######## block 1 ########
block_1/port_trees.png
The bar under the picture is 200 µm long.
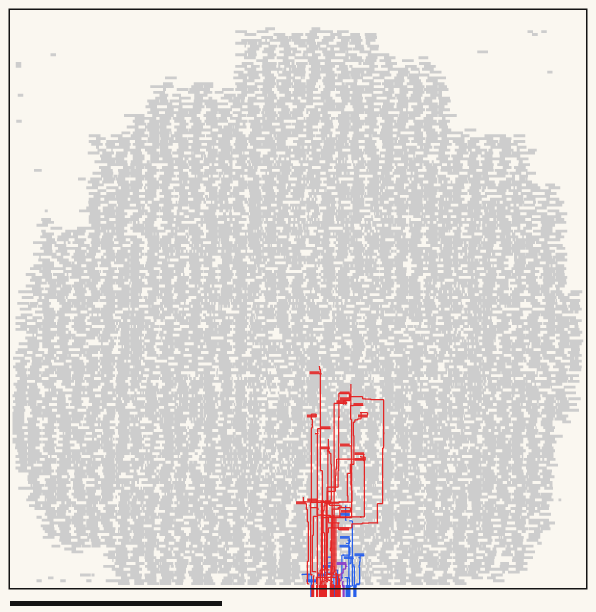

## src/rtl/fetch_stage.sv

```systemverilog
// fetch_stage: PC-driven imem read feeding decode through a valid/ready slot.
// Optional saturating perf counters are built when FETCH_PERF_EN is defined.
module fetch_stage #(
  parameter int PC_W = 8,
  parameter int INSTR_W = 16,
  parameter logic [INSTR_W-1:0] HALT_INSTR = 16'hFFFF
) (
  input  logic               clk,
  input  logic               rst,
  input  logic [PC_W-1:0]    pc_cur,
  output logic [PC_W-1:0]    pc_next,
  input  logic               redirect_valid,
  input  logic [PC_W-1:0]    redirect_target,
  output logic               id_valid,
  input  logic               id_ready,
  output logic [INSTR_W-1:0] id_instr,
  output logic [PC_W-1:0]    id_pc,
  input  logic               imem_we,
  input  logic [PC_W-1:0]    imem_waddr,
  input  logic [INSTR_W-1:0] imem_wdata,
  output logic               halted
`ifdef FETCH_PERF_EN
  ,
  output logic [15:0]        perf_fetched,
  output logic [15:0]        perf_bubbles
`endif
);

  typedef enum logic {
    RUN,
    HALTED
  } state_t;

  localparam int DEPTH = 1 << PC_W;

  state_t state;

  logic [INSTR_W-1:0] mem [0:DEPTH-1];

  logic accept;
  logic advance;
  logic halt_hit;
  logic do_fetch;

  assign accept   = id_valid & id_ready;
  assign advance  = (state == RUN) & (!id_valid | id_ready);
  assign halt_hit = (state == RUN) & accept &
                    (id_instr == HALT_INSTR);
  assign do_fetch = !redirect_valid & !halt_hit & advance;

  always_comb begin
    pc_next = pc_cur;
    if (redirect_valid)
      pc_next = redirect_target;
    else if (halt_hit)
      pc_next = pc_cur;
    else if (advance)
      pc_next = pc_cur + 1'b1;
  end

  // Program-load port; contents survive reset.
  always_ff @(posedge clk) begin
    if (imem_we)
      mem[imem_waddr] <= imem_wdata;
  end

  always_ff @(posedge clk or negedge rst) begin
    if (!rst) begin
      state    <= RUN;
      halted   <= 1'b0;
      id_valid <= 1'b0;
      id_instr <= '0;
      id_pc    <= '0;
    end else begin
      unique case (1'b1)
        redirect_valid: begin
          state    <= RUN;
          halted   <= 1'b0;
          id_valid <= 1'b0;
        end
        (!redirect_valid & halt_hit): begin
          state    <= HALTED;
          halted   <= 1'b1;
          id_valid <= 1'b0;
        end
        do_fetch: begin
          id_instr <= mem[pc_cur];
          id_pc    <= pc_cur;
          id_valid <= 1'b1;
        end
        default: ;
      endcase
    end
  end

`ifdef FETCH_PERF_EN
  logic bubble;

  assign bubble = (state == RUN) & id_ready & !id_valid;

  always_ff @(posedge clk or negedge rst) begin
    if (!rst) begin
      perf_fetched <= '0;
      perf_bubbles <= '0;
    end else begin
      if (accept && perf_fetched != 16'hFFFF)
        perf_fetched <= perf_fetched + 1'b1;
      if (bubble && perf_bubbles != 16'hFFFF)
        perf_bubbles <= perf_bubbles + 1'b1;
    end
  end
`endif

endmodule

```

## config.mk

```make
export PLATFORM = sky130hd
export DESIGN_NAME = fetch_stage
export DESIGN_NICKNAME = d
export VERILOG_FILES = /design/src/rtl/fetch_stage.sv
export SDC_FILE = /design/constraint.sdc
export NUM_CORES = 2
export LEC_CHECK = 0
export CAP_MARGIN = 40
export CORE_AREA = 2 2 540 542
export CTS_CLUSTER_DIAMETER = 50
export DETAILED_ROUTE_END_ITERATION = 10
export DIE_AREA = 0 0 542 544
export PLACE_DENSITY = 0.73
export SYNTH_ARGS = -nofsm -noshare
export SYNTH_HDL_FRONTEND = slang
export SYNTH_SLANG_ARGS = --single-unit
```

## constraint.sdc

```tcl
create_clock -name clk -period 8.7 [get_ports clk]
set_input_delay 2.61 -clock clk [delete_from_list [all_inputs] [get_ports clk]]
set_output_delay 2.61 -clock clk [all_outputs]
set_load 0.01 [all_outputs]
```

######## block 2 ########
### config.mk
export PLATFORM = sky130hd
export DESIGN_NAME = pair_stream_tx_flat
export DESIGN_NICKNAME = d
export VERILOG_FILES = /design/src/rtl/pair_stream_tx_if.sv /design/src/rtl/pair_stream_tx.sv /design/src/flat_wrapper.sv
export SDC_FILE = /design/constraint.sdc
export NUM_CORES = 1
export LEC_CHECK = 0
export CAP_MARGIN = 0
export CORE_AREA = 2 2 39 41
export DETAILED_ROUTE_END_ITERATION = 16
export DIE_AREA = 0 0 41 43
export GPL_ROUTABILITY_DRIVEN = 0
export PLACE_DENSITY = 0.67
export SETUP_SLACK_MARGIN = 0.3
export SLEW_MARGIN = 20
export SYNTH_ARGS = -nofsm -noshare
export SYNTH_HDL_FRONTEND = slang
export SYNTH_SLANG_ARGS = --single-unit
### constraint.sdc
create_clock -name clk -period 1.4 [get_ports clk]
set_input_delay 0.28 -clock clk [delete_from_list [all_inputs] [get_ports clk]]
set_output_delay 0.28 -clock clk [all_outputs]
set_load 0.02 [all_outputs]
### src/rtl/pair_stream_tx_if.sv
// Handshake plus two-lane stream bundle for pair_stream_tx.
// master = upstream word source / lane observer, slave = the transmitter.
interface pair_stream_tx_if #(
    parameter int WIDTH = 8
);
    logic [WIDTH-1:0] data_i;
    logic             valid_i;
    logic             ready_o;
    logic             a_o;
    logic             b_o;
    logic             frame_o;
    logic             done_o;

    modport master (
        output data_i, valid_i,
        input  ready_o, a_o, b_o, frame_o, done_o
    );

    modport slave (
        input  data_i, valid_i,
        output ready_o, a_o, b_o, frame_o, done_o
    );
endinterface

### src/rtl/pair_stream_tx.sv
// Two-lane serial transmitter: WIDTH-bit word out two bits per clock, LSB pair first.
// Optional trailing parity beat when PAIR_TX_PARITY_EN is defined.
module pair_stream_tx #(
    parameter int WIDTH = 8
) (
    input  logic             clk,
    input  logic             rst,
    pair_stream_tx_if.slave  bus
);
    localparam int BEATS = WIDTH / 2;
    localparam int CW    = (BEATS > 1) ? $clog2(BEATS) : 1;
    localparam logic [CW-1:0] CNT_LOAD = CW'(BEATS - 1);

`ifdef PAIR_TX_PARITY_EN
    typedef enum logic [1:0] {IDLE, SHIFT, PAR} state_t;

    function automatic logic lane_par(input logic [WIDTH-1:0] w, input int off);
        logic p;
        p = 1'b0;
        for (int i = 0; i < BEATS; i++) p ^= w[2*i+off];
        return p;
    endfunction

    logic par_a_q, par_a_d;
    logic par_b_q, par_b_d;
`else
    typedef enum logic {IDLE, SHIFT} state_t;
`endif

    state_t           state_q, state_d;
    logic [WIDTH-1:0] sreg_q, sreg_d;
    logic [CW-1:0]    cnt_q, cnt_d;
    logic             a_q, a_d;
    logic             b_q, b_d;
    logic             frame_q, frame_d;
    logic             done_q, done_d;

    assign bus.ready_o = (state_q == IDLE) && !rst;
    assign bus.a_o     = a_q;
    assign bus.b_o     = b_q;
    assign bus.frame_o = frame_q;
    assign bus.done_o  = done_q;

    // Lane flops hold the beat for the *next* cycle, so each branch computes
    // what the following cycle must show.
    always_comb begin
        state_d = state_q;
        sreg_d  = sreg_q;
        cnt_d   = cnt_q;
        a_d     = 1'b0;
        b_d     = 1'b0;
        frame_d = 1'b0;
        done_d  = 1'b0;
`ifdef PAIR_TX_PARITY_EN
        par_a_d = par_a_q;
        par_b_d = par_b_q;
`endif
        case (state_q)
            IDLE: begin
                if (bus.valid_i) begin
                    sreg_d  = bus.data_i;
                    cnt_d   = CNT_LOAD;
                    a_d     = bus.data_i[0];
                    b_d     = bus.data_i[1];
                    frame_d = 1'b1;
                    state_d = SHIFT;
`ifdef PAIR_TX_PARITY_EN
                    par_a_d = lane_par(bus.data_i, 0);
                    par_b_d = lane_par(bus.data_i, 1);
`endif
                end
            end
            SHIFT: begin
                sreg_d = sreg_q >> 2;
                if (cnt_q == '0) begin
`ifdef PAIR_TX_PARITY_EN
                    state_d = PAR;
                    a_d     = par_a_q;
                    b_d     = par_b_q;
                    frame_d = 1'b1;
`else
                    state_d = IDLE;
                    done_d  = 1'b1;
`endif
                end else begin
                    cnt_d   = cnt_q - CW'(1);
                    a_d     = sreg_d[0];
                    b_d     = sreg_d[1];
                    frame_d = 1'b1;
                end
            end
`ifdef PAIR_TX_PARITY_EN
            PAR: begin
                state_d = IDLE;
                done_d  = 1'b1;
            end
`endif
            default: state_d = IDLE;
        endcase
    end

    always_ff @(posedge clk) begin
        if (rst) begin
            state_q <= IDLE;
            sreg_q  <= '0;
            cnt_q   <= '0;
            a_q     <= 1'b0;
            b_q     <= 1'b0;
            frame_q <= 1'b0;
            done_q  <= 1'b0;
`ifdef PAIR_TX_PARITY_EN
            par_a_q <= 1'b0;
            par_b_q <= 1'b0;
`endif
        end else begin
            state_q <= state_d;
            sreg_q  <= sreg_d;
            cnt_q   <= cnt_d;
            a_q     <= a_d;
            b_q     <= b_d;
            frame_q <= frame_d;
            done_q  <= done_d;
`ifdef PAIR_TX_PARITY_EN
            par_a_q <= par_a_d;
            par_b_q <= par_b_d;
`endif
        end
    end
endmodule

### src/flat_wrapper.sv
// flat-port wrapper written by rule: the top's interface ports become plain ports
module pair_stream_tx_flat 
#(
    parameter int WIDTH = 8
)
  (clk, rst, bus_data_i, bus_valid_i, bus_ready_o, bus_a_o, bus_b_o, bus_frame_o, bus_done_o);
  pair_stream_tx_if #(.WIDTH(WIDTH)) bus_i ();
  input  logic clk;
  input  logic rst;
  input wire logic [$bits(bus_i.data_i)-1:0] bus_data_i;
  input wire logic [$bits(bus_i.valid_i)-1:0] bus_valid_i;
  output wire logic [$bits(bus_i.ready_o)-1:0] bus_ready_o;
  output wire logic [$bits(bus_i.a_o)-1:0] bus_a_o;
  output wire logic [$bits(bus_i.b_o)-1:0] bus_b_o;
  output wire logic [$bits(bus_i.frame_o)-1:0] bus_frame_o;
  output wire logic [$bits(bus_i.done_o)-1:0] bus_done_o;
  assign bus_i.data_i = bus_data_i;
  assign bus_i.valid_i = bus_valid_i;
  assign bus_ready_o = bus_i.ready_o;
  assign bus_a_o = bus_i.a_o;
  assign bus_b_o = bus_i.b_o;
  assign bus_frame_o = bus_i.frame_o;
  assign bus_done_o = bus_i.done_o;
  pair_stream_tx #(.WIDTH(WIDTH)) u_core (.clk(clk), .rst(rst), .bus(bus_i));
endmodule
######## block 3 ########
==> src/rtl/s_axi_lite_regbank.sv <==
// ============================================================================
// s_axi_lite_regbank
// ----------------------------------------------------------------------------
// AXI4-Lite slave with a bank of NUM_REGS read/write registers. Each register
// is DATA_WIDTH bits wide and sits on a DATA_WIDTH/8-byte aligned address.
// The write and read channels are handled by two independent state machines,
// so a read and a write can be in progress at the same time.
//
// Parameters
//   NUM_REGS   : number of registers (1..64)
//   DATA_WIDTH : register and data-bus width (32 or 64)
//   ADDR_WIDTH : byte-address width. The word index is
//                ADDR[ADDR_WIDTH-1 : log2(DATA_WIDTH/8)].
//
// Configuration macro
//   S_AXI_LITE_REGBANK_WSTRB_EN : when defined, WSTRB selects which bytes of
//                                 a register are written. When undefined,
//                                 WSTRB is ignored and every accepted
//                                 in-range write replaces the whole word.
//
// Ports
//   S_AXI_ACLK               in   clock, rising edge
//   S_AXI_ARESET             in   asynchronous active-high reset
//   S_AXI_LITE_AW*           write address channel (AWADDR, AWVALID, AWREADY)
//   S_AXI_LITE_W*            write data channel (WDATA, WSTRB, WVALID, WREADY)
//   S_AXI_LITE_B*            write response channel (BRESP, BVALID, BREADY)
//   S_AXI_LITE_AR*           read address channel (ARADDR, ARVALID, ARREADY)
//   S_AXI_LITE_R*            read data channel (RDATA, RRESP, RVALID, RREADY)
//   REGS_OUT                 out  all registers, register i at
//                                 [i*DATA_WIDTH +: DATA_WIDTH]
// ============================================================================
module s_axi_lite_regbank #(
   parameter int NUM_REGS   = 8,
   parameter int DATA_WIDTH = 32,
   parameter int ADDR_WIDTH = 8
) (
   input  logic                           S_AXI_ACLK,
   input  logic                           S_AXI_ARESET,

   input  logic [ADDR_WIDTH-1:0]          S_AXI_LITE_AWADDR,
   input  logic                           S_AXI_LITE_AWVALID,
   output logic                           S_AXI_LITE_AWREADY,

   input  logic [DATA_WIDTH-1:0]          S_AXI_LITE_WDATA,
   input  logic [DATA_WIDTH/8-1:0]        S_AXI_LITE_WSTRB,
   input  logic                           S_AXI_LITE_WVALID,
   output logic                           S_AXI_LITE_WREADY,

   output logic [1:0]                     S_AXI_LITE_BRESP,
   output logic                           S_AXI_LITE_BVALID,
   input  logic                           S_AXI_LITE_BREADY,

   input  logic [ADDR_WIDTH-1:0]          S_AXI_LITE_ARADDR,
   input  logic                           S_AXI_LITE_ARVALID,
   output logic                           S_AXI_LITE_ARREADY,

   output logic [DATA_WIDTH-1:0]          S_AXI_LITE_RDATA,
   output logic [1:0]                     S_AXI_LITE_RRESP,
   output logic                           S_AXI_LITE_RVALID,
   input  logic                           S_AXI_LITE_RREADY,

   output logic [NUM_REGS*DATA_WIDTH-1:0] REGS_OUT
);

   localparam int          STRB_WIDTH = DATA_WIDTH / 8;
   localparam int          ADDR_LSB   = $clog2(STRB_WIDTH);
   localparam int          IDX_WIDTH  = ADDR_WIDTH - ADDR_LSB;
   localparam logic [31:0] NUM_REGS_U = 32'(NUM_REGS);

   localparam logic [1:0]  RESP_OKAY   = 2'b00;
   localparam logic [1:0]  RESP_SLVERR = 2'b10;

   typedef enum logic [1:0] {
      W_IDLE,
      W_HAVE_AW,
      W_HAVE_W,
      W_RESP
   } w_state_t;

   typedef enum logic {
      R_IDLE,
      R_DATA
   } r_state_t;

   logic [DATA_WIDTH-1:0] regs [NUM_REGS];

   w_state_t              w_state;
   logic                  awready_q;
   logic                  wready_q;
   logic                  bvalid_q;
   logic [1:0]            bresp_q;
   logic [IDX_WIDTH-1:0]  aw_idx_q;
   logic [DATA_WIDTH-1:0] wdata_q;

   r_state_t              r_state;
   logic                  arready_q;
   logic                  rvalid_q;
   logic [1:0]            rresp_q;
   logic [DATA_WIDTH-1:0] rdata_q;

   logic                  aw_hs;
   logic                  w_hs;
   logic                  ar_hs;
   logic [IDX_WIDTH-1:0]  aw_idx_in;
   logic [IDX_WIDTH-1:0]  rd_idx;
   logic                  rd_ok;
   logic [DATA_WIDTH-1:0] rd_word;

   logic                  commit_en;
   logic                  commit_ok;
   logic [IDX_WIDTH-1:0]  commit_idx;
   logic [DATA_WIDTH-1:0] commit_data;

`ifdef S_AXI_LITE_REGBANK_WSTRB_EN
   logic [STRB_WIDTH-1:0] wstrb_q;
   logic [STRB_WIDTH-1:0] commit_strb;

   // Merge the new word into the old one, byte by byte, wherever the strobe
   // bit is set. A zero strobe leaves the register untouched.
   function automatic logic [DATA_WIDTH-1:0] apply_strobe(
      input logic [DATA_WIDTH-1:0] old_word,
      input logic [DATA_WIDTH-1:0] new_word,
      input logic [STRB_WIDTH-1:0] strb
   );
      logic [DATA_WIDTH-1:0] result;
      result = old_word;
      for (int b = 0; b < STRB_WIDTH; b++) begin
         if (strb[b]) begin
            result[b*8 +: 8] = new_word[b*8 +: 8];
         end
      end
      return result;
   endfunction
`endif

   // The byte offset within a word carries no meaning for this bank, and in
   // the full-word build neither does the strobe; fold them into one signal
   // so their disuse is explicit.
   logic unused_inputs;
`ifdef S_AXI_LITE_REGBANK_WSTRB_EN
   assign unused_inputs = ^{S_AXI_LITE_AWADDR[ADDR_LSB-1:0],
                            S_AXI_LITE_ARADDR[ADDR_LSB-1:0]};
`else
   assign unused_inputs = ^{S_AXI_LITE_AWADDR[ADDR_LSB-1:0],
                            S_AXI_LITE_ARADDR[ADDR_LSB-1:0],
                            S_AXI_LITE_WSTRB};
`endif

   assign aw_hs     = S_AXI_LITE_AWVALID && awready_q;
   assign w_hs      = S_AXI_LITE_WVALID  && wready_q;
   assign ar_hs     = S_AXI_LITE_ARVALID && arready_q;
   assign aw_idx_in = S_AXI_LITE_AWADDR[ADDR_WIDTH-1:ADDR_LSB];
   assign rd_idx    = S_AXI_LITE_ARADDR[ADDR_WIDTH-1:ADDR_LSB];

   // Work out whether this edge completes a write, and if so which address
   // and data it uses. Whichever half arrives on this edge comes straight
   // from the bus; the half that arrived earlier comes from its capture
   // register. This lets the write commit on the very edge of the second
   // handshake instead of one cycle later.
   always_comb begin
      commit_en   = 1'b0;
      commit_idx  = aw_idx_q;
      commit_data = wdata_q;
`ifdef S_AXI_LITE_REGBANK_WSTRB_EN
      commit_strb = wstrb_q;
`endif
      case (w_state)
         W_IDLE: begin
            if (aw_hs && w_hs) begin
               commit_en   = 1'b1;
               commit_idx  = aw_idx_in;
               commit_data = S_AXI_LITE_WDATA;
`ifdef S_AXI_LITE_REGBANK_WSTRB_EN
               commit_strb = S_AXI_LITE_WSTRB;
`endif
            end
         end
         W_HAVE_AW: begin
            if (w_hs) begin
               commit_en   = 1'b1;
               commit_data = S_AXI_LITE_WDATA;
`ifdef S_AXI_LITE_REGBANK_WSTRB_EN
               commit_strb = S_AXI_LITE_WSTRB;
`endif
            end
         end
         W_HAVE_W: begin
            if (aw_hs) begin
               commit_en  = 1'b1;
               commit_idx = aw_idx_in;
            end
         end
         default: begin
            commit_en = 1'b0;
         end
      endcase
   end

   assign commit_ok = (32'(commit_idx) < NUM_REGS_U);

   // Write channel state machine. AWREADY and WREADY are registered and only
   // rise once the machine is idle out of reset, so nothing is accepted on
   // the first edge after reset is released. Once both halves of a write
   // have been taken the machine parks in W_RESP with both READYs low until
   // the master accepts the response.
   always_ff @(posedge S_AXI_ACLK or posedge S_AXI_ARESET) begin
      if (S_AXI_ARESET) begin
         w_state   <= W_IDLE;
         awready_q <= 1'b0;
         wready_q  <= 1'b0;
         bvalid_q  <= 1'b0;
         bresp_q   <= RESP_OKAY;
         aw_idx_q  <= '0;
         wdata_q   <= '0;
`ifdef S_AXI_LITE_REGBANK_WSTRB_EN
         wstrb_q   <= '0;
`endif
      end else begin
         if (aw_hs) begin
            aw_idx_q <= aw_idx_in;
         end
         if (w_hs) begin
            wdata_q <= S_AXI_LITE_WDATA;
`ifdef S_AXI_LITE_REGBANK_WSTRB_EN
            wstrb_q <= S_AXI_LITE_WSTRB;
`endif
         end

         case (w_state)
            W_IDLE: begin
               awready_q <= 1'b1;
               wready_q  <= 1'b1;
               if (commit_en) begin
                  w_state   <= W_RESP;
                  awready_q <= 1'b0;
                  wready_q  <= 1'b0;
                  bvalid_q  <= 1'b1;
                  bresp_q   <= commit_ok ? RESP_OKAY : RESP_SLVERR;
               end else if (aw_hs) begin
                  w_state   <= W_HAVE_AW;
                  awready_q <= 1'b0;
               end else if (w_hs) begin
                  w_state   <= W_HAVE_W;
                  wready_q  <= 1'b0;
               end
            end
            W_HAVE_AW: begin
               if (commit_en) begin
                  w_state  <= W_RESP;
                  wready_q <= 1'b0;
                  bvalid_q <= 1'b1;
                  bresp_q  <= commit_ok ? RESP_OKAY : RESP_SLVERR;
               end
            end
            W_HAVE_W: begin
               if (commit_en) begin
                  w_state   <= W_RESP;
                  awready_q <= 1'b0;
                  bvalid_q  <= 1'b1;
                  bresp_q   <= commit_ok ? RESP_OKAY : RESP_SLVERR;
               end
            end
            W_RESP: begin
               if (S_AXI_LITE_BREADY) begin
                  w_state   <= W_IDLE;
                  bvalid_q  <= 1'b0;
                  awready_q <= 1'b1;
                  wready_q  <= 1'b1;
               end
            end
            default: begin
               w_state <= W_IDLE;
            end
         endcase
      end
   end

   // Register storage. An out-of-range write still completes on the bus but
   // touches nothing here. The index is compared against each register
   // number rather than used as an array subscript so that addresses past
   // the end of the bank can never alias onto a real register.
   always_ff @(posedge S_AXI_ACLK or posedge S_AXI_ARESET) begin
      if (S_AXI_ARESET) begin
         for (int i = 0; i < NUM_REGS; i++) begin
            regs[i] <= '0;
         end
      end else if (commit_en && commit_ok) begin
         for (int i = 0; i < NUM_REGS; i++) begin
            if (commit_idx == IDX_WIDTH'(i)) begin
`ifdef S_AXI_LITE_REGBANK_WSTRB_EN
               regs[i] <= apply_strobe(regs[i], commit_data, commit_strb);
`else
               regs[i] <= commit_data;
`endif
            end
         end
      end
   end

   // Read-side register select. Out-of-range indices fall through to zero.
   always_comb begin
      rd_word = '0;
      for (int i = 0; i < NUM_REGS; i++) begin
         if (rd_idx == IDX_WIDTH'(i)) begin
            rd_word = regs[i];
         end
      end
   end

   assign rd_ok = (32'(rd_idx) < NUM_REGS_U);

   // Read channel state machine. The register value is sampled on the AR
   // handshake edge, so a write committing to the same register on that
   // edge is not yet visible and the old contents are returned. RDATA and
   // RRESP then hold until the master takes them.
   always_ff @(posedge S_AXI_ACLK or posedge S_AXI_ARESET) begin
      if (S_AXI_ARESET) begin
         r_state   <= R_IDLE;
         arready_q <= 1'b0;
         rvalid_q  <= 1'b0;
         rresp_q   <= RESP_OKAY;
         rdata_q   <= '0;
      end else begin
         case (r_state)
            R_IDLE: begin
               arready_q <= 1'b1;
               if (ar_hs) begin
                  r_state   <= R_DATA;
                  arready_q <= 1'b0;
                  rvalid_q  <= 1'b1;
                  rdata_q   <= rd_ok ? rd_word : '0;
                  rresp_q   <= rd_ok ? RESP_OKAY : RESP_SLVERR;
               end
            end
            R_DATA: begin
               if (S_AXI_LITE_RREADY) begin
                  r_state   <= R_IDLE;
                  rvalid_q  <= 1'b0;
                  arready_q <= 1'b1;
               end
            end
            default: begin
               r_state <= R_IDLE;
            end
         endcase
      end
   end

   assign S_AXI_LITE_AWREADY = awready_q;
   assign S_AXI_LITE_WREADY  = wready_q;
   assign S_AXI_LITE_BVALID  = bvalid_q;
   assign S_AXI_LITE_BRESP   = bresp_q;
   assign S_AXI_LITE_ARREADY = arready_q;
   assign S_AXI_LITE_RVALID  = rvalid_q;
   assign S_AXI_LITE_RRESP   = rresp_q;
   assign S_AXI_LITE_RDATA   = rdata_q;

   // Flatten the register array onto the REGS_OUT bus.
   for (genvar g = 0; g < NUM_REGS; g++) begin : g_regs_out
      assign REGS_OUT[g*DATA_WIDTH +: DATA_WIDTH] = regs[g];
   end

endmodule

==> config.mk <==
export PLATFORM = sky130hd
export DESIGN_NAME = s_axi_lite_regbank
export DESIGN_NICKNAME = d
export VERILOG_FILES = /design/src/rtl/s_axi_lite_regbank.sv
export SDC_FILE = /design/constraint.sdc
export NUM_CORES = 1
export LEC_CHECK = 0
export CAP_MARGIN = 20
export CORE_MARGIN = 2
export CORE_UTILIZATION = 51
export DETAILED_ROUTE_END_ITERATION = 10
export PLACE_DENSITY_LB_ADDON = 0.1
export SLEW_MARGIN = 10
export SYNTH_ARGS = -nofsm -noshare
export SYNTH_HDL_FRONTEND = slang
export SYNTH_SLANG_ARGS = --single-unit
export TNS_END_PERCENT = 10
==> constraint.sdc <==
create_clock -name S_AXI_ACLK -period 13.9 [get_ports S_AXI_ACLK]
set_clock_uncertainty 0.05 [all_clocks]
set_input_delay 1.39 -clock S_AXI_ACLK [delete_from_list [all_inputs] [get_ports S_AXI_ACLK]]
set_output_delay 1.39 -clock S_AXI_ACLK [all_outputs]
set_load 0.01 [all_outputs]
######## block 4 ########
===== config.mk =====
export PLATFORM = sky130hd
export DESIGN_NAME = seq_detector_param
export DESIGN_NICKNAME = d
export VERILOG_FILES = /design/src/rtl/seq_detector_param.sv
export SDC_FILE = /design/constraint.sdc
export NUM_CORES = 1
export LEC_CHECK = 0
export CORE_ASPECT_RATIO = 0.7
export CORE_MARGIN = 2
export CORE_UTILIZATION = 50
export CTS_BUF_LIST = sky130_fd_sc_hd__clkbuf_8 sky130_fd_sc_hd__clkbuf_16
export DETAILED_ROUTE_END_ITERATION = 8
export PLACE_DENSITY_LB_ADDON = 0.3
export REMOVE_ABC_BUFFERS = 1
export SLEW_MARGIN = 20
export SYNTH_ARGS = -nofsm -noshare
export SYNTH_HDL_FRONTEND = slang
export SYNTH_SLANG_ARGS = --single-unit
export TNS_END_PERCENT = 30

===== constraint.sdc =====
create_clock -name clk -period 2.7 [get_ports clk]
set_input_delay 0.405 -clock clk [delete_from_list [all_inputs] [get_ports clk]]
set_output_delay 0.405 -clock clk [all_outputs]
set_load 0.005 [all_outputs]

===== src/rtl/seq_detector_param.sv =====
// Runtime-programmable serial pattern detector (1..MAX_LEN bits, overlapping or
// non-overlapping) with a registered match pulse and a saturating match counter.
module seq_detector_param #(
  parameter int MAX_LEN = 8,
  parameter int CNT_W   = 8,
  parameter int LEN_W   = $clog2(MAX_LEN + 1)
) (
  input  logic               clk,
  input  logic               reset,
  input  logic               cfg_load,
  input  logic [MAX_LEN-1:0] pattern_in,
  input  logic [LEN_W-1:0]   len_in,
  input  logic               overlap_in,
  input  logic               cnt_clr,
  input  logic               in_valid,
  input  logic               inp,
  output logic               match,
  output logic [CNT_W-1:0]   match_count,
  output logic               cfg_err
);

  localparam logic [LEN_W-1:0]   MAX_LEN_L   = LEN_W'(MAX_LEN);
  localparam logic [CNT_W-1:0]   CNT_MAX     = '1;
  localparam logic [MAX_LEN-1:0] DEF_PATTERN = MAX_LEN'(4'b1010);
  localparam logic [LEN_W-1:0]   DEF_LEN     = LEN_W'(4);

  logic [MAX_LEN-1:0] r_hist;
  logic [LEN_W-1:0]   r_fill;
  logic [MAX_LEN-1:0] r_pattern;
  logic [LEN_W-1:0]   r_len;
  logic               r_overlap;
  logic               r_match;
  logic               r_cfg_err;
  logic [CNT_W-1:0]   r_count;

  logic               w_accept;
  logic [MAX_LEN-1:0] w_cand;
  logic [MAX_LEN-1:0] w_mask;
  logic [LEN_W:0]     w_fill_inc;
  logic [LEN_W-1:0]   w_fill_next;
  logic               w_pat_eq;
  logic               w_hit;
  logic               w_len_ok;

  // A cfg_load cycle never consumes the stream bit, even if in_valid is high.
  assign w_accept   = in_valid & ~cfg_load;
  assign w_cand     = {r_hist[MAX_LEN-2:0], inp};
  assign w_fill_inc = {1'b0, r_fill} + 1'b1;
  assign w_len_ok   = (len_in != '0) && (len_in <= MAX_LEN_L);

  always_comb begin
    w_mask = '0;
    for (int i = 0; i < MAX_LEN; i++) begin
      w_mask[i] = (r_len > LEN_W'(i));
    end
  end

  always_comb begin
    w_pat_eq    = (((w_cand ^ r_pattern) & w_mask) == '0);
    w_hit       = w_accept && (w_fill_inc >= {1'b0, r_len}) && w_pat_eq;
    w_fill_next = (r_fill == MAX_LEN_L) ? r_fill : w_fill_inc[LEN_W-1:0];
  end

  // Stream history, fill level and active configuration.
  always_ff @(posedge clk) begin
    if (reset) begin
      r_hist    <= '0;
      r_fill    <= '0;
      r_pattern <= DEF_PATTERN;
      r_len     <= DEF_LEN;
      r_overlap <= 1'b1;
    end else if (cfg_load) begin
      r_hist <= '0;
      r_fill <= '0;
      if (w_len_ok) begin
        r_pattern <= pattern_in;
        r_len     <= len_in;
        r_overlap <= overlap_in;
      end
    end else if (w_accept) begin
      r_hist <= w_cand;
      // Non-overlapping mode restarts the fill so the next match needs len fresh bits.
      r_fill <= (w_hit && !r_overlap) ? '0 : w_fill_next;
    end
  end

  always_ff @(posedge clk) begin
    if (reset) begin
      r_match   <= 1'b0;
      r_cfg_err <= 1'b0;
    end else begin
      r_match   <= w_hit;
      r_cfg_err <= cfg_load & ~w_len_ok;
    end
  end

  // A clear coinciding with a hit leaves the count at one.
  always_ff @(posedge clk) begin
    if (reset) begin
      r_count <= '0;
    end else if (cnt_clr) begin
      r_count <= w_hit ? CNT_W'(1) : '0;
    end else if (w_hit && (r_count != CNT_MAX)) begin
      r_count <= r_count + 1'b1;
    end
  end

  assign match       = r_match;
  assign cfg_err     = r_cfg_err;
  assign match_count = r_count;

endmodule



==> notes/layouts.md <==
Pictures saved along the way, in no particular order.

Sequential cells colored by netlist name.
panel A
The bar under the picture is 10 µm long. Other sequential cells in the stronger gray, the rest of the logic in the fainter gray.
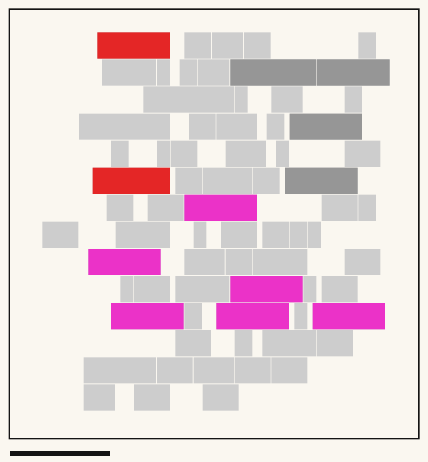
panel B
The bar under the picture is 50 µm long. Other sequential cells in the stronger gray, the rest of the logic in the fainter gray.
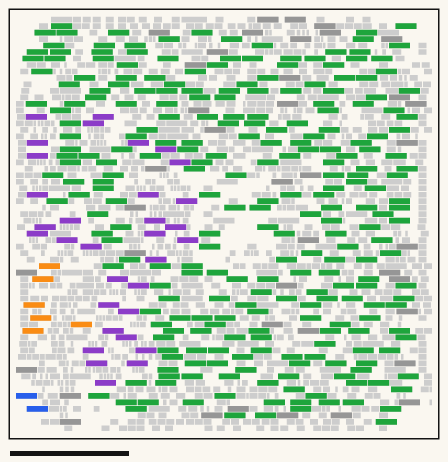
panel C
The bar under the picture is 20 µm long. Other sequential cells in the stronger gray, the rest of the logic in the fainter gray.
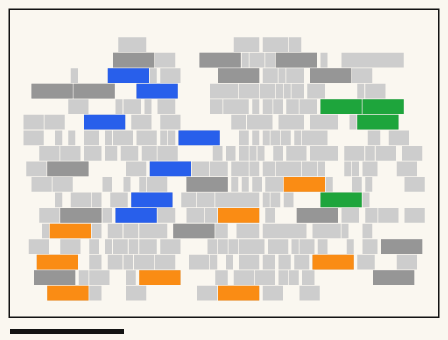
panel D
The bar under the picture is 200 µm long. Other sequential cells in the stronger gray, the rest of the logic in the fainter gray.
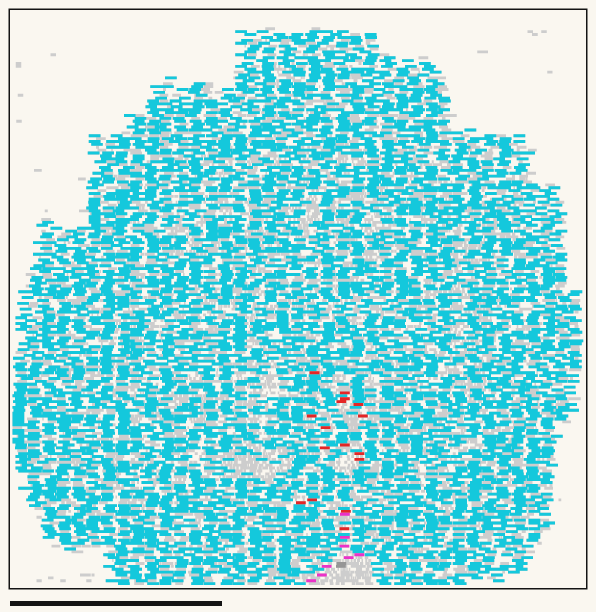
- panel C = block 4
- panel A = block 2
- panel D = block 1
- panel B = block 3
The one with the most cells is panel D.

block_1/floorplan.png
The bar under the picture is 200 µm long. Pins as bars on the die edge. Tap cells in gray.
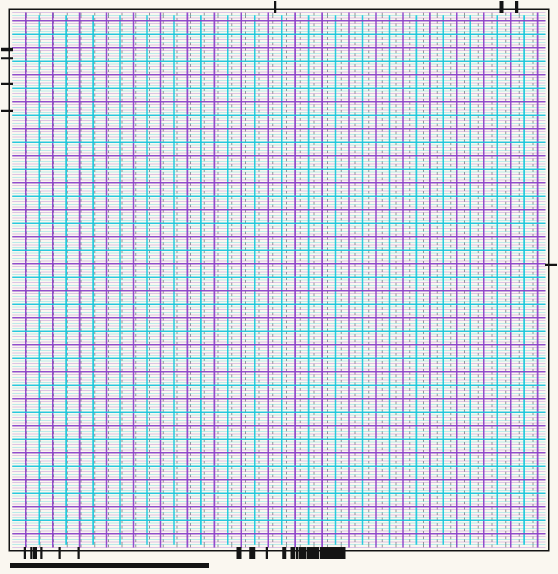
color	net
cyan	VDD
purple	VSS
met4 straps	39
signal pins	79
tap cells	3800
vertical die size: 544 µm
horizontal die dimension: 542 µm
largest vdd supply drop: 0.196 mV
Placeable Area: 289000 µm²

Notes on block_1/port_trees.png above:
color	port	bits	direction	edge	end cells	buffers	wire
blue	id_pc	8	output	bottom	8	8	384 µm
purple	halted	1	output	bottom	1	1	30.2 µm
red	id_instr	16	output	bottom	16	18	2920 µm
port bufs: 78
top-level I/O count: 79

==> impl_results.html, block 1 <==
<!-- implementation run metrics -->
<table>
<tr><th>Metric</th><th>Value</th></tr>
<tr><th colspan="2">Yosys</th></tr>
<tr><td>Yosys xor share</td><td>less than 1%</td></tr>
<tr><td>Share of synthesized cell area in full adder, half adder and majority cells</td><td>less than 1%</td></tr>
<tr><td>Multiplexer share of the synthesized area</td><td>roughly 16%</td></tr>
<tr><td>Number of nets produced by synthesis</td><td>7303</td></tr>
<tr><td>Instance count of the mapped netlist</td><td>7257</td></tr>
<tr><th colspan="2">Clock tree</th></tr>
<tr><td>Sinks on Clock Net</td><td>slightly above 4000</td></tr>
<tr><td>Total of hold buffers inserted after clock tree synthesis</td><td>0</td></tr>
<tr><td>Worst skew pair latency</td><td>just under 1000 ps</td></tr>
<tr><th colspan="2">STA</th></tr>
<tr><td>Worst hold slack after final layout</td><td>492 ps</td></tr>
<tr><td>Final Hold Violation Tally</td><td>0</td></tr>
<tr><td>Worst Skew</td><td>roughly 62 ps</td></tr>
<tr><td>Period utilization</td><td>~87%</td></tr>
<tr><th colspan="2">Power and ir drop</th></tr>
<tr><td>Power in the clock group</td><td>about 18000 µW</td></tr>
<tr><td>Final Power</td><td>around 42000 µW</td></tr>
<tr><th colspan="2">Finish</th></tr>
<tr><td>Signal buffers</td><td>~580</td></tr>
<tr><td>Multi-input comb cells</td><td>2692</td></tr>
<tr><th colspan="2">Route</th></tr>
<tr><td>Detail-routed via count per cell</td><td>between 6 and 7</td></tr>
<tr><td>Number of DRC markers after the initial detailed-route iteration</td><td>between 10000 and 15000</td></tr>
<tr><th colspan="2">Status</th></tr>
<tr><td>Run status</td><td>complete, no violations</td></tr>
</table>
block 1: worst paths after layout:
kind | slack [ps] | from | end
worst min-delay path | 490 | id_pc[1] | id_pc[1]
worst min register to register | 490 | id_pc[1] | id_pc[1]
min in group asynchronous | 2040 | rst | id_pc[5]
worst max-delay path | 1140 | id_ready | pc_next[5]
max in group asynchronous | 6320 | rst | id_instr[9]
worst max register to register | 5400 | mem[83][8] | id_instr[8]
block 1: routing by layer:
metal	up-vias	part of all wire [%]	global-route usage (%)
met5	-	0.032	0
met4	18	6.0	15.9
met3	1282	15	10.1
met2	7149	45	47.0
met1	43500	34	42.0
li1	31800	-	-
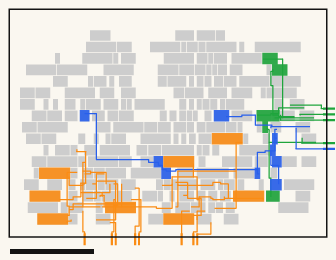
block_4/port_trees.png
The bar under the picture is 20 µm long.
color	port	bits	direction	edge	end cells	buffers	wire
green	len_in	4	input	right	6	4	119 µm
orange	match_count	8	output	bottom	8	8	350 µm
blue	cfg_load	1	input	right	9	2	116 µm

block_4/util_map.png
The bar under the picture is 20 µm long. The die is cut into 7 by 5 equal tiles; white is low, dark blue is high, 0 to 100% covered.
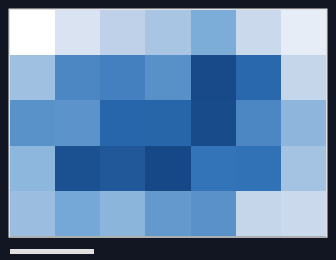
fullest tile	91%
emptiest ninth of the die	upper left
densest ninth of the die	center
tiles over 75% full	23%
mean over tiles	53%
nearly empty tiles	2.9%

==> impl_results.html, block 4 <==
<!-- implementation run metrics -->
<table>
<tr><th>Metric</th><th>Value</th></tr>
<tr><th colspan="2">Critical path</th></tr>
<tr><td>Arrival time at the worst endpoint</td><td>~2700 ps</td></tr>
<tr><th colspan="2">Global route</th></tr>
<tr><td>Congestion Overflow GR</td><td>0</td></tr>
<tr><td>Maximum number of pins on one net before global-route repair</td><td>18</td></tr>
<tr><td>GRT Total Usage</td><td>21.4%</td></tr>
<tr><th colspan="2">Finish</th></tr>
<tr><td>Number of antenna cells inserted</td><td>0</td></tr>
<tr><td>Proportion of layout cells with a drive suffix above 1</td><td>9.82%</td></tr>
<tr><td>Nonclk inv count</td><td>8</td></tr>
<tr><th colspan="2">Yosys</th></tr>
<tr><td>Share of Yosys cell area claimed by the top area cell type</td><td>38.7%</td></tr>
<tr><td>Tally of unique sky130hd cells used after synthesis</td><td>between 40 and 50</td></tr>
<tr><td>Yosys xor share</td><td>between 5 and 6%</td></tr>
<tr><td>Async set or reset register ratio after synthesis</td><td>0%</td></tr>
<tr><th colspan="2">Die</th></tr>
<tr><td>Core Density at Floorplan</td><td>a little over half</td></tr>
<tr><td>Chip area</td><td>4020 µm²</td></tr>
<tr><th colspan="2">Status</th></tr>
<tr><td>Run status</td><td>complete, no violations</td></tr>
<tr><th colspan="2">Power and ir drop</th></tr>
<tr><td>Power in sequential cells</td><td>about 530 µW</td></tr>
<tr><td>Sw frac</td><td>21.9%</td></tr>
<tr><th colspan="2">Route</th></tr>
<tr><td>DRT Pass-1 Iters</td><td>4</td></tr>
<tr><th colspan="2">Place</th></tr>
<tr><td>Port bufs</td><td>28</td></tr>
</table>
## block 4: sequential cells by signal, indices dropped and copies added (netlist names)
signal and flops:
cfg_err 1, r_hist 7, r_overlap 1, r_pattern 8, match_count 8, r_fill 4
match 1, r_len 4
## block 4: stage by stage
stage	setup WS [ps]	area (µm²)	instances
5_1_grt	29.1	2180	271
2_1_floorplan	413	1700	185
3_5_place_dp	99.1	2070	264
6_report	186	2180	271
4_1_cts	73.3	2180	271
3_3_place_gp	267	2070	264
## block 4: routing by layer
metal  GRT usage [%]  routed length (µm)
met1            28.4                1770
met2            33.9                1740
met3            5.99                 287
met4            6.85                  43
met5               0                   0
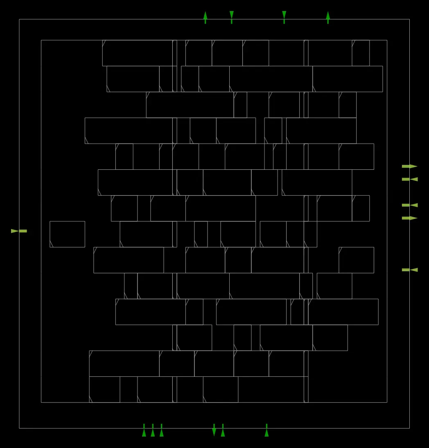
block_2/placed.png
end-of-flow core utilization: 57.9%
Rows: 14
number of tap instances: 16

block_2/port_trees.png
The bar under the picture is 10 µm long.
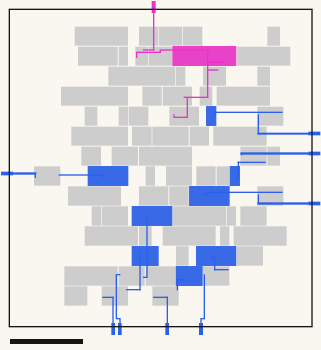
color	port	bits	direction	edge	end cells	buffers	wire
magenta	bus_frame_o	1	output	top	1	1	35.5 µm
blue	bus_data_i	8	input	4 bottom, 3 right, 1 left	8	8	109 µm

==> impl_results.html, block 2 <==
<!-- implementation run metrics -->
<table>
<tr><th>Metric</th><th>Value</th></tr>
<tr><th colspan="2">Place</th></tr>
<tr><td>Port bufs</td><td>15</td></tr>
<tr><th colspan="2">Yosys</th></tr>
<tr><td>Number of nets produced by synthesis</td><td>between 60 and 70</td></tr>
<tr><td>Register bit total from synthesis</td><td>12</td></tr>
<tr><td>Tally of unique sky130hd cells used after synthesis</td><td>19</td></tr>
<tr><td>Share of synthesized cell area in full adder, half adder and majority cells</td><td>4.65%</td></tr>
<tr><td>Count of library flops with an enable pin</td><td>0</td></tr>
<tr><td>Ys flop type</td><td>dfxtp_1</td></tr>
<tr><td>Async set or reset register ratio after synthesis</td><td>0%</td></tr>
<tr><th colspan="2">Worst hold path</th></tr>
<tr><td>Class of the worst hold path</td><td>reg -&gt; reg</td></tr>
<tr><td>Hold path start</td><td>u_core.sreg_q[3]</td></tr>
<tr><th colspan="2">Critical path</th></tr>
<tr><td>Start of the worst register-to-register path</td><td>u_core.cnt_q[0]</td></tr>
<tr><td>End point of the critical path</td><td>bus_ready_o</td></tr>
<tr><td>Kind of cell with the highest combined delay on the critical path</td><td>flip-flops</td></tr>
<tr><th colspan="2">Clock tree</th></tr>
<tr><td>Root cell of the clock tree</td><td>clkbuf_4</td></tr>
<tr><td>Total setup buffers inserted after CTS</td><td>2</td></tr>
<tr><td>Sinks on Clock Net</td><td>12</td></tr>
<tr><th colspan="2">Finish</th></tr>
<tr><td>Biggest area consumer among cell classes</td><td>multi-input combinational cells</td></tr>
<tr><td>Proportion of cell area spent on the clock network</td><td>around 4.5%</td></tr>
<tr><th colspan="2">Power and ir drop</th></tr>
<tr><td>Lkg Pwr</td><td>approximately 0.00035 µW</td></tr>
<tr><th colspan="2">Status</th></tr>
<tr><td>Run status</td><td>complete, no violations</td></tr>
<tr><th colspan="2">Run</th></tr>
<tr><td>Number of max-cap violations</td><td>0</td></tr>
</table>
[block 2: sequential cells by signal, summed over array words and instances, names as in the netlist]
register            cells
u_core.bus.a_o          1
u_core.bus.b_o          1
u_core.bus.done_o       1
u_core.bus.frame_o      1
u_core.cnt_q            2
u_core.sreg_q           6
[block 2: cell usage in the layout, fill, tap and decap left out, types with 3 or more instances in the layout]
cell type and count:
dfxtp_1 10, clkdlybuf4s50_1 8, mux2i_1 6, nor2_1 5, mux2_4 4, buf_2 4
a21oi_1 3, clkbuf_4 3, buf_4 3
[block 2: report_power, final]
part,switching [µW],internal [µW]
registers,15.2,367
clock network,119,158
logic,83.0,113
block_3/util_map.png
The bar under the picture is 50 µm long. The die is cut into 18 by 18 equal tiles; white is low, dark blue is high, 0 to 100% covered.
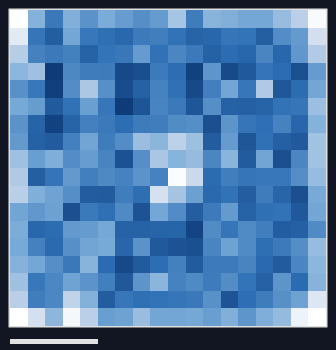
tiles over 75% full	27%
fullest tile	95%
mean over tiles	63%
end-of-flow core utilization: 68.2%
Placeable Area: 30400 µm²
Core Density at Floorplan: 51.6%

==> impl_results.html, block 3 <==
<!-- implementation run metrics -->
<table>
<tr><th>Metric</th><th>Value</th></tr>
<tr><th colspan="2">Status</th></tr>
<tr><td>Run status</td><td>complete, no violations</td></tr>
<tr><th colspan="2">Die</th></tr>
<tr><td>Vertical die size</td><td>~180 µm</td></tr>
<tr><th colspan="2">Critical path</th></tr>
<tr><td>Reg-to-reg endpoint</td><td>REGS_OUT[50]</td></tr>
<tr><td>Crit path kind</td><td>in -&gt; reg</td></tr>
<tr><td>Critical Path Source Type</td><td>input pin</td></tr>
<tr><td>Cell mode on critical path</td><td>buf_4</td></tr>
<tr><td>Arrival time at the worst endpoint</td><td>5110 ps</td></tr>
<tr><th colspan="2">Yosys</th></tr>
<tr><td>Yosys xor share</td><td>0%</td></tr>
<tr><td>Yosys Instances</td><td>1295</td></tr>
<tr><th colspan="2">Global route</th></tr>
<tr><td>Maximum number of pins on one net before global-route repair</td><td>160</td></tr>
<tr><td>Congestion Overflow GR</td><td>0</td></tr>
<tr><td>Met1 routing resource usage after global routing</td><td>between 40% and 50%</td></tr>
<tr><th colspan="2">Power and ir drop</th></tr>
<tr><td>Largest Pwr Group</td><td>sequential cells</td></tr>
<tr><td>Power in the clock group</td><td>between 900 and 1000 µW</td></tr>
<tr><td>Final Power</td><td>around 3900 µW</td></tr>
<tr><th colspan="2">Finish</th></tr>
<tr><td>Multi-input comb cells</td><td>827</td></tr>
<tr><th colspan="2">Route</th></tr>
<tr><td>Post-DRT Antenna Nets</td><td>0</td></tr>
<tr><td>Post-route DRC</td><td>0</td></tr>
<tr><th colspan="2">Clock tree</th></tr>
<tr><td>Total of hold buffers inserted after clock tree synthesis</td><td>0</td></tr>
<tr><td>Inserted Clock Buffers</td><td>38</td></tr>
<tr><td>Root cell of the clock tree</td><td>clkbuf_16</td></tr>
<tr><td>Total setup buffers inserted after CTS</td><td>0</td></tr>
<tr><th colspan="2">STA</th></tr>
<tr><td>Final worst path period need</td><td>4770 ps</td></tr>
</table>
block 3: worst max path at each step:
stage,endpoint,slack [ps],depth (start not counted),from
global route,REGS_OUT[50],8940,8,S_AXI_LITE_AWVALID
detailed placement,REGS_OUT[60],8600,8,S_AXI_LITE_AWVALID
floorplan,REGS_OUT[0],3150,1,S_AXI_ARESET
global placement,REGS_OUT[62],8600,8,S_AXI_LITE_AWVALID
CTS,REGS_OUT[60],9130,8,S_AXI_LITE_AWVALID
finish,REGS_OUT[50],9130,8,S_AXI_LITE_AWVALID


==> screenshots <==
PDN straps and rails.
image #1
The bar under the picture is 50 µm long. Pins as bars on the die edge. Tap cells in gray.
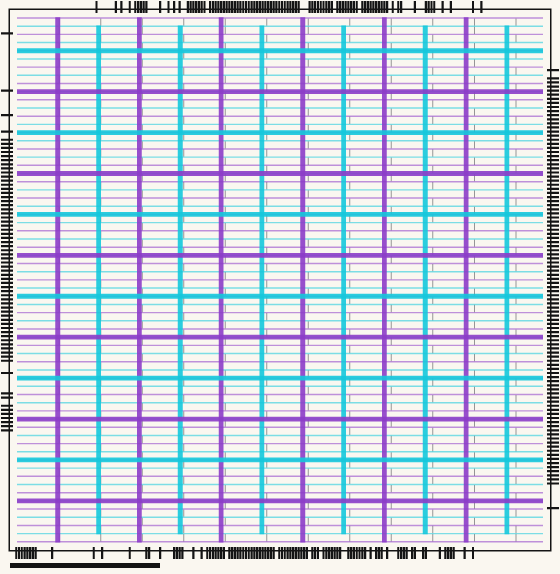
image #2
The bar under the picture is 20 µm long. Pins as bars on the die edge. Tap cells in gray.
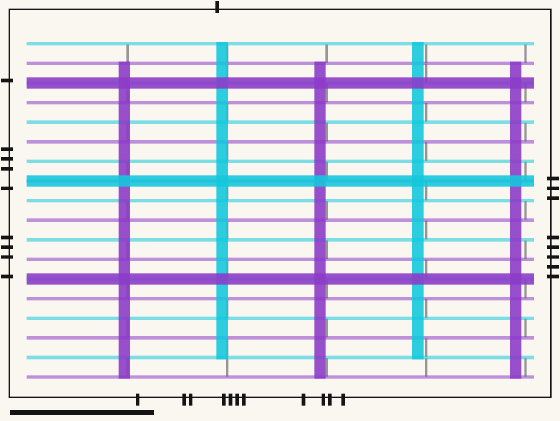
image #3
The bar under the picture is 10 µm long. Pins as bars on the die edge. Tap cells in gray.
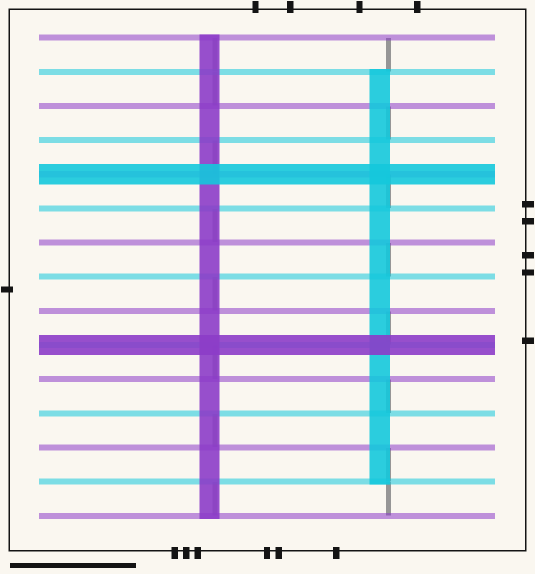
Image #1 comes from block 3.
Image #3 comes from block 2.
Image #2 comes from block 4.
Of these, largest die: image #1

Key to image #2:
color	net
cyan	VDD
purple	VSS
rows	17
tap cells	47


## Gallery

Cell outlines without signal wires.
picture 1
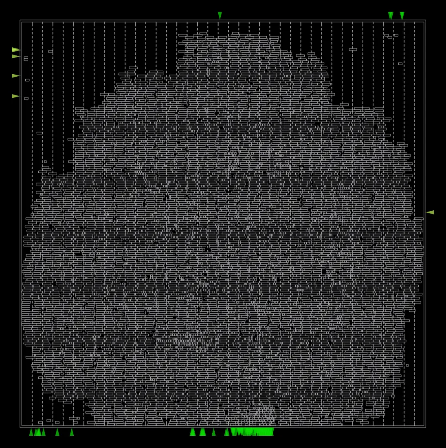
picture 2
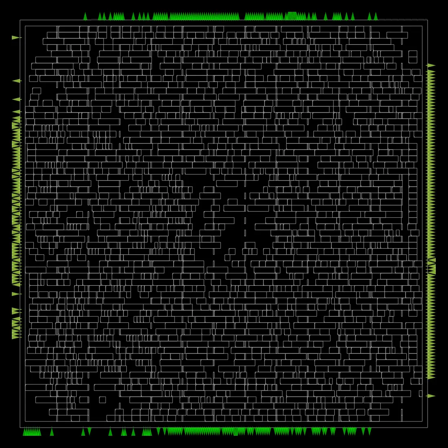
picture 3
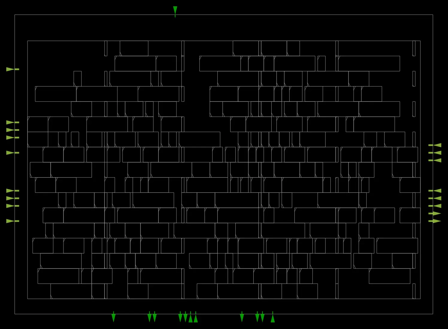
block 1 -> picture 1
block 4 -> picture 3
block 3 -> picture 2
Of these, most sequential cells: picture 1
Of these, most cells: picture 1

Power and IR drop assume default switching activity.
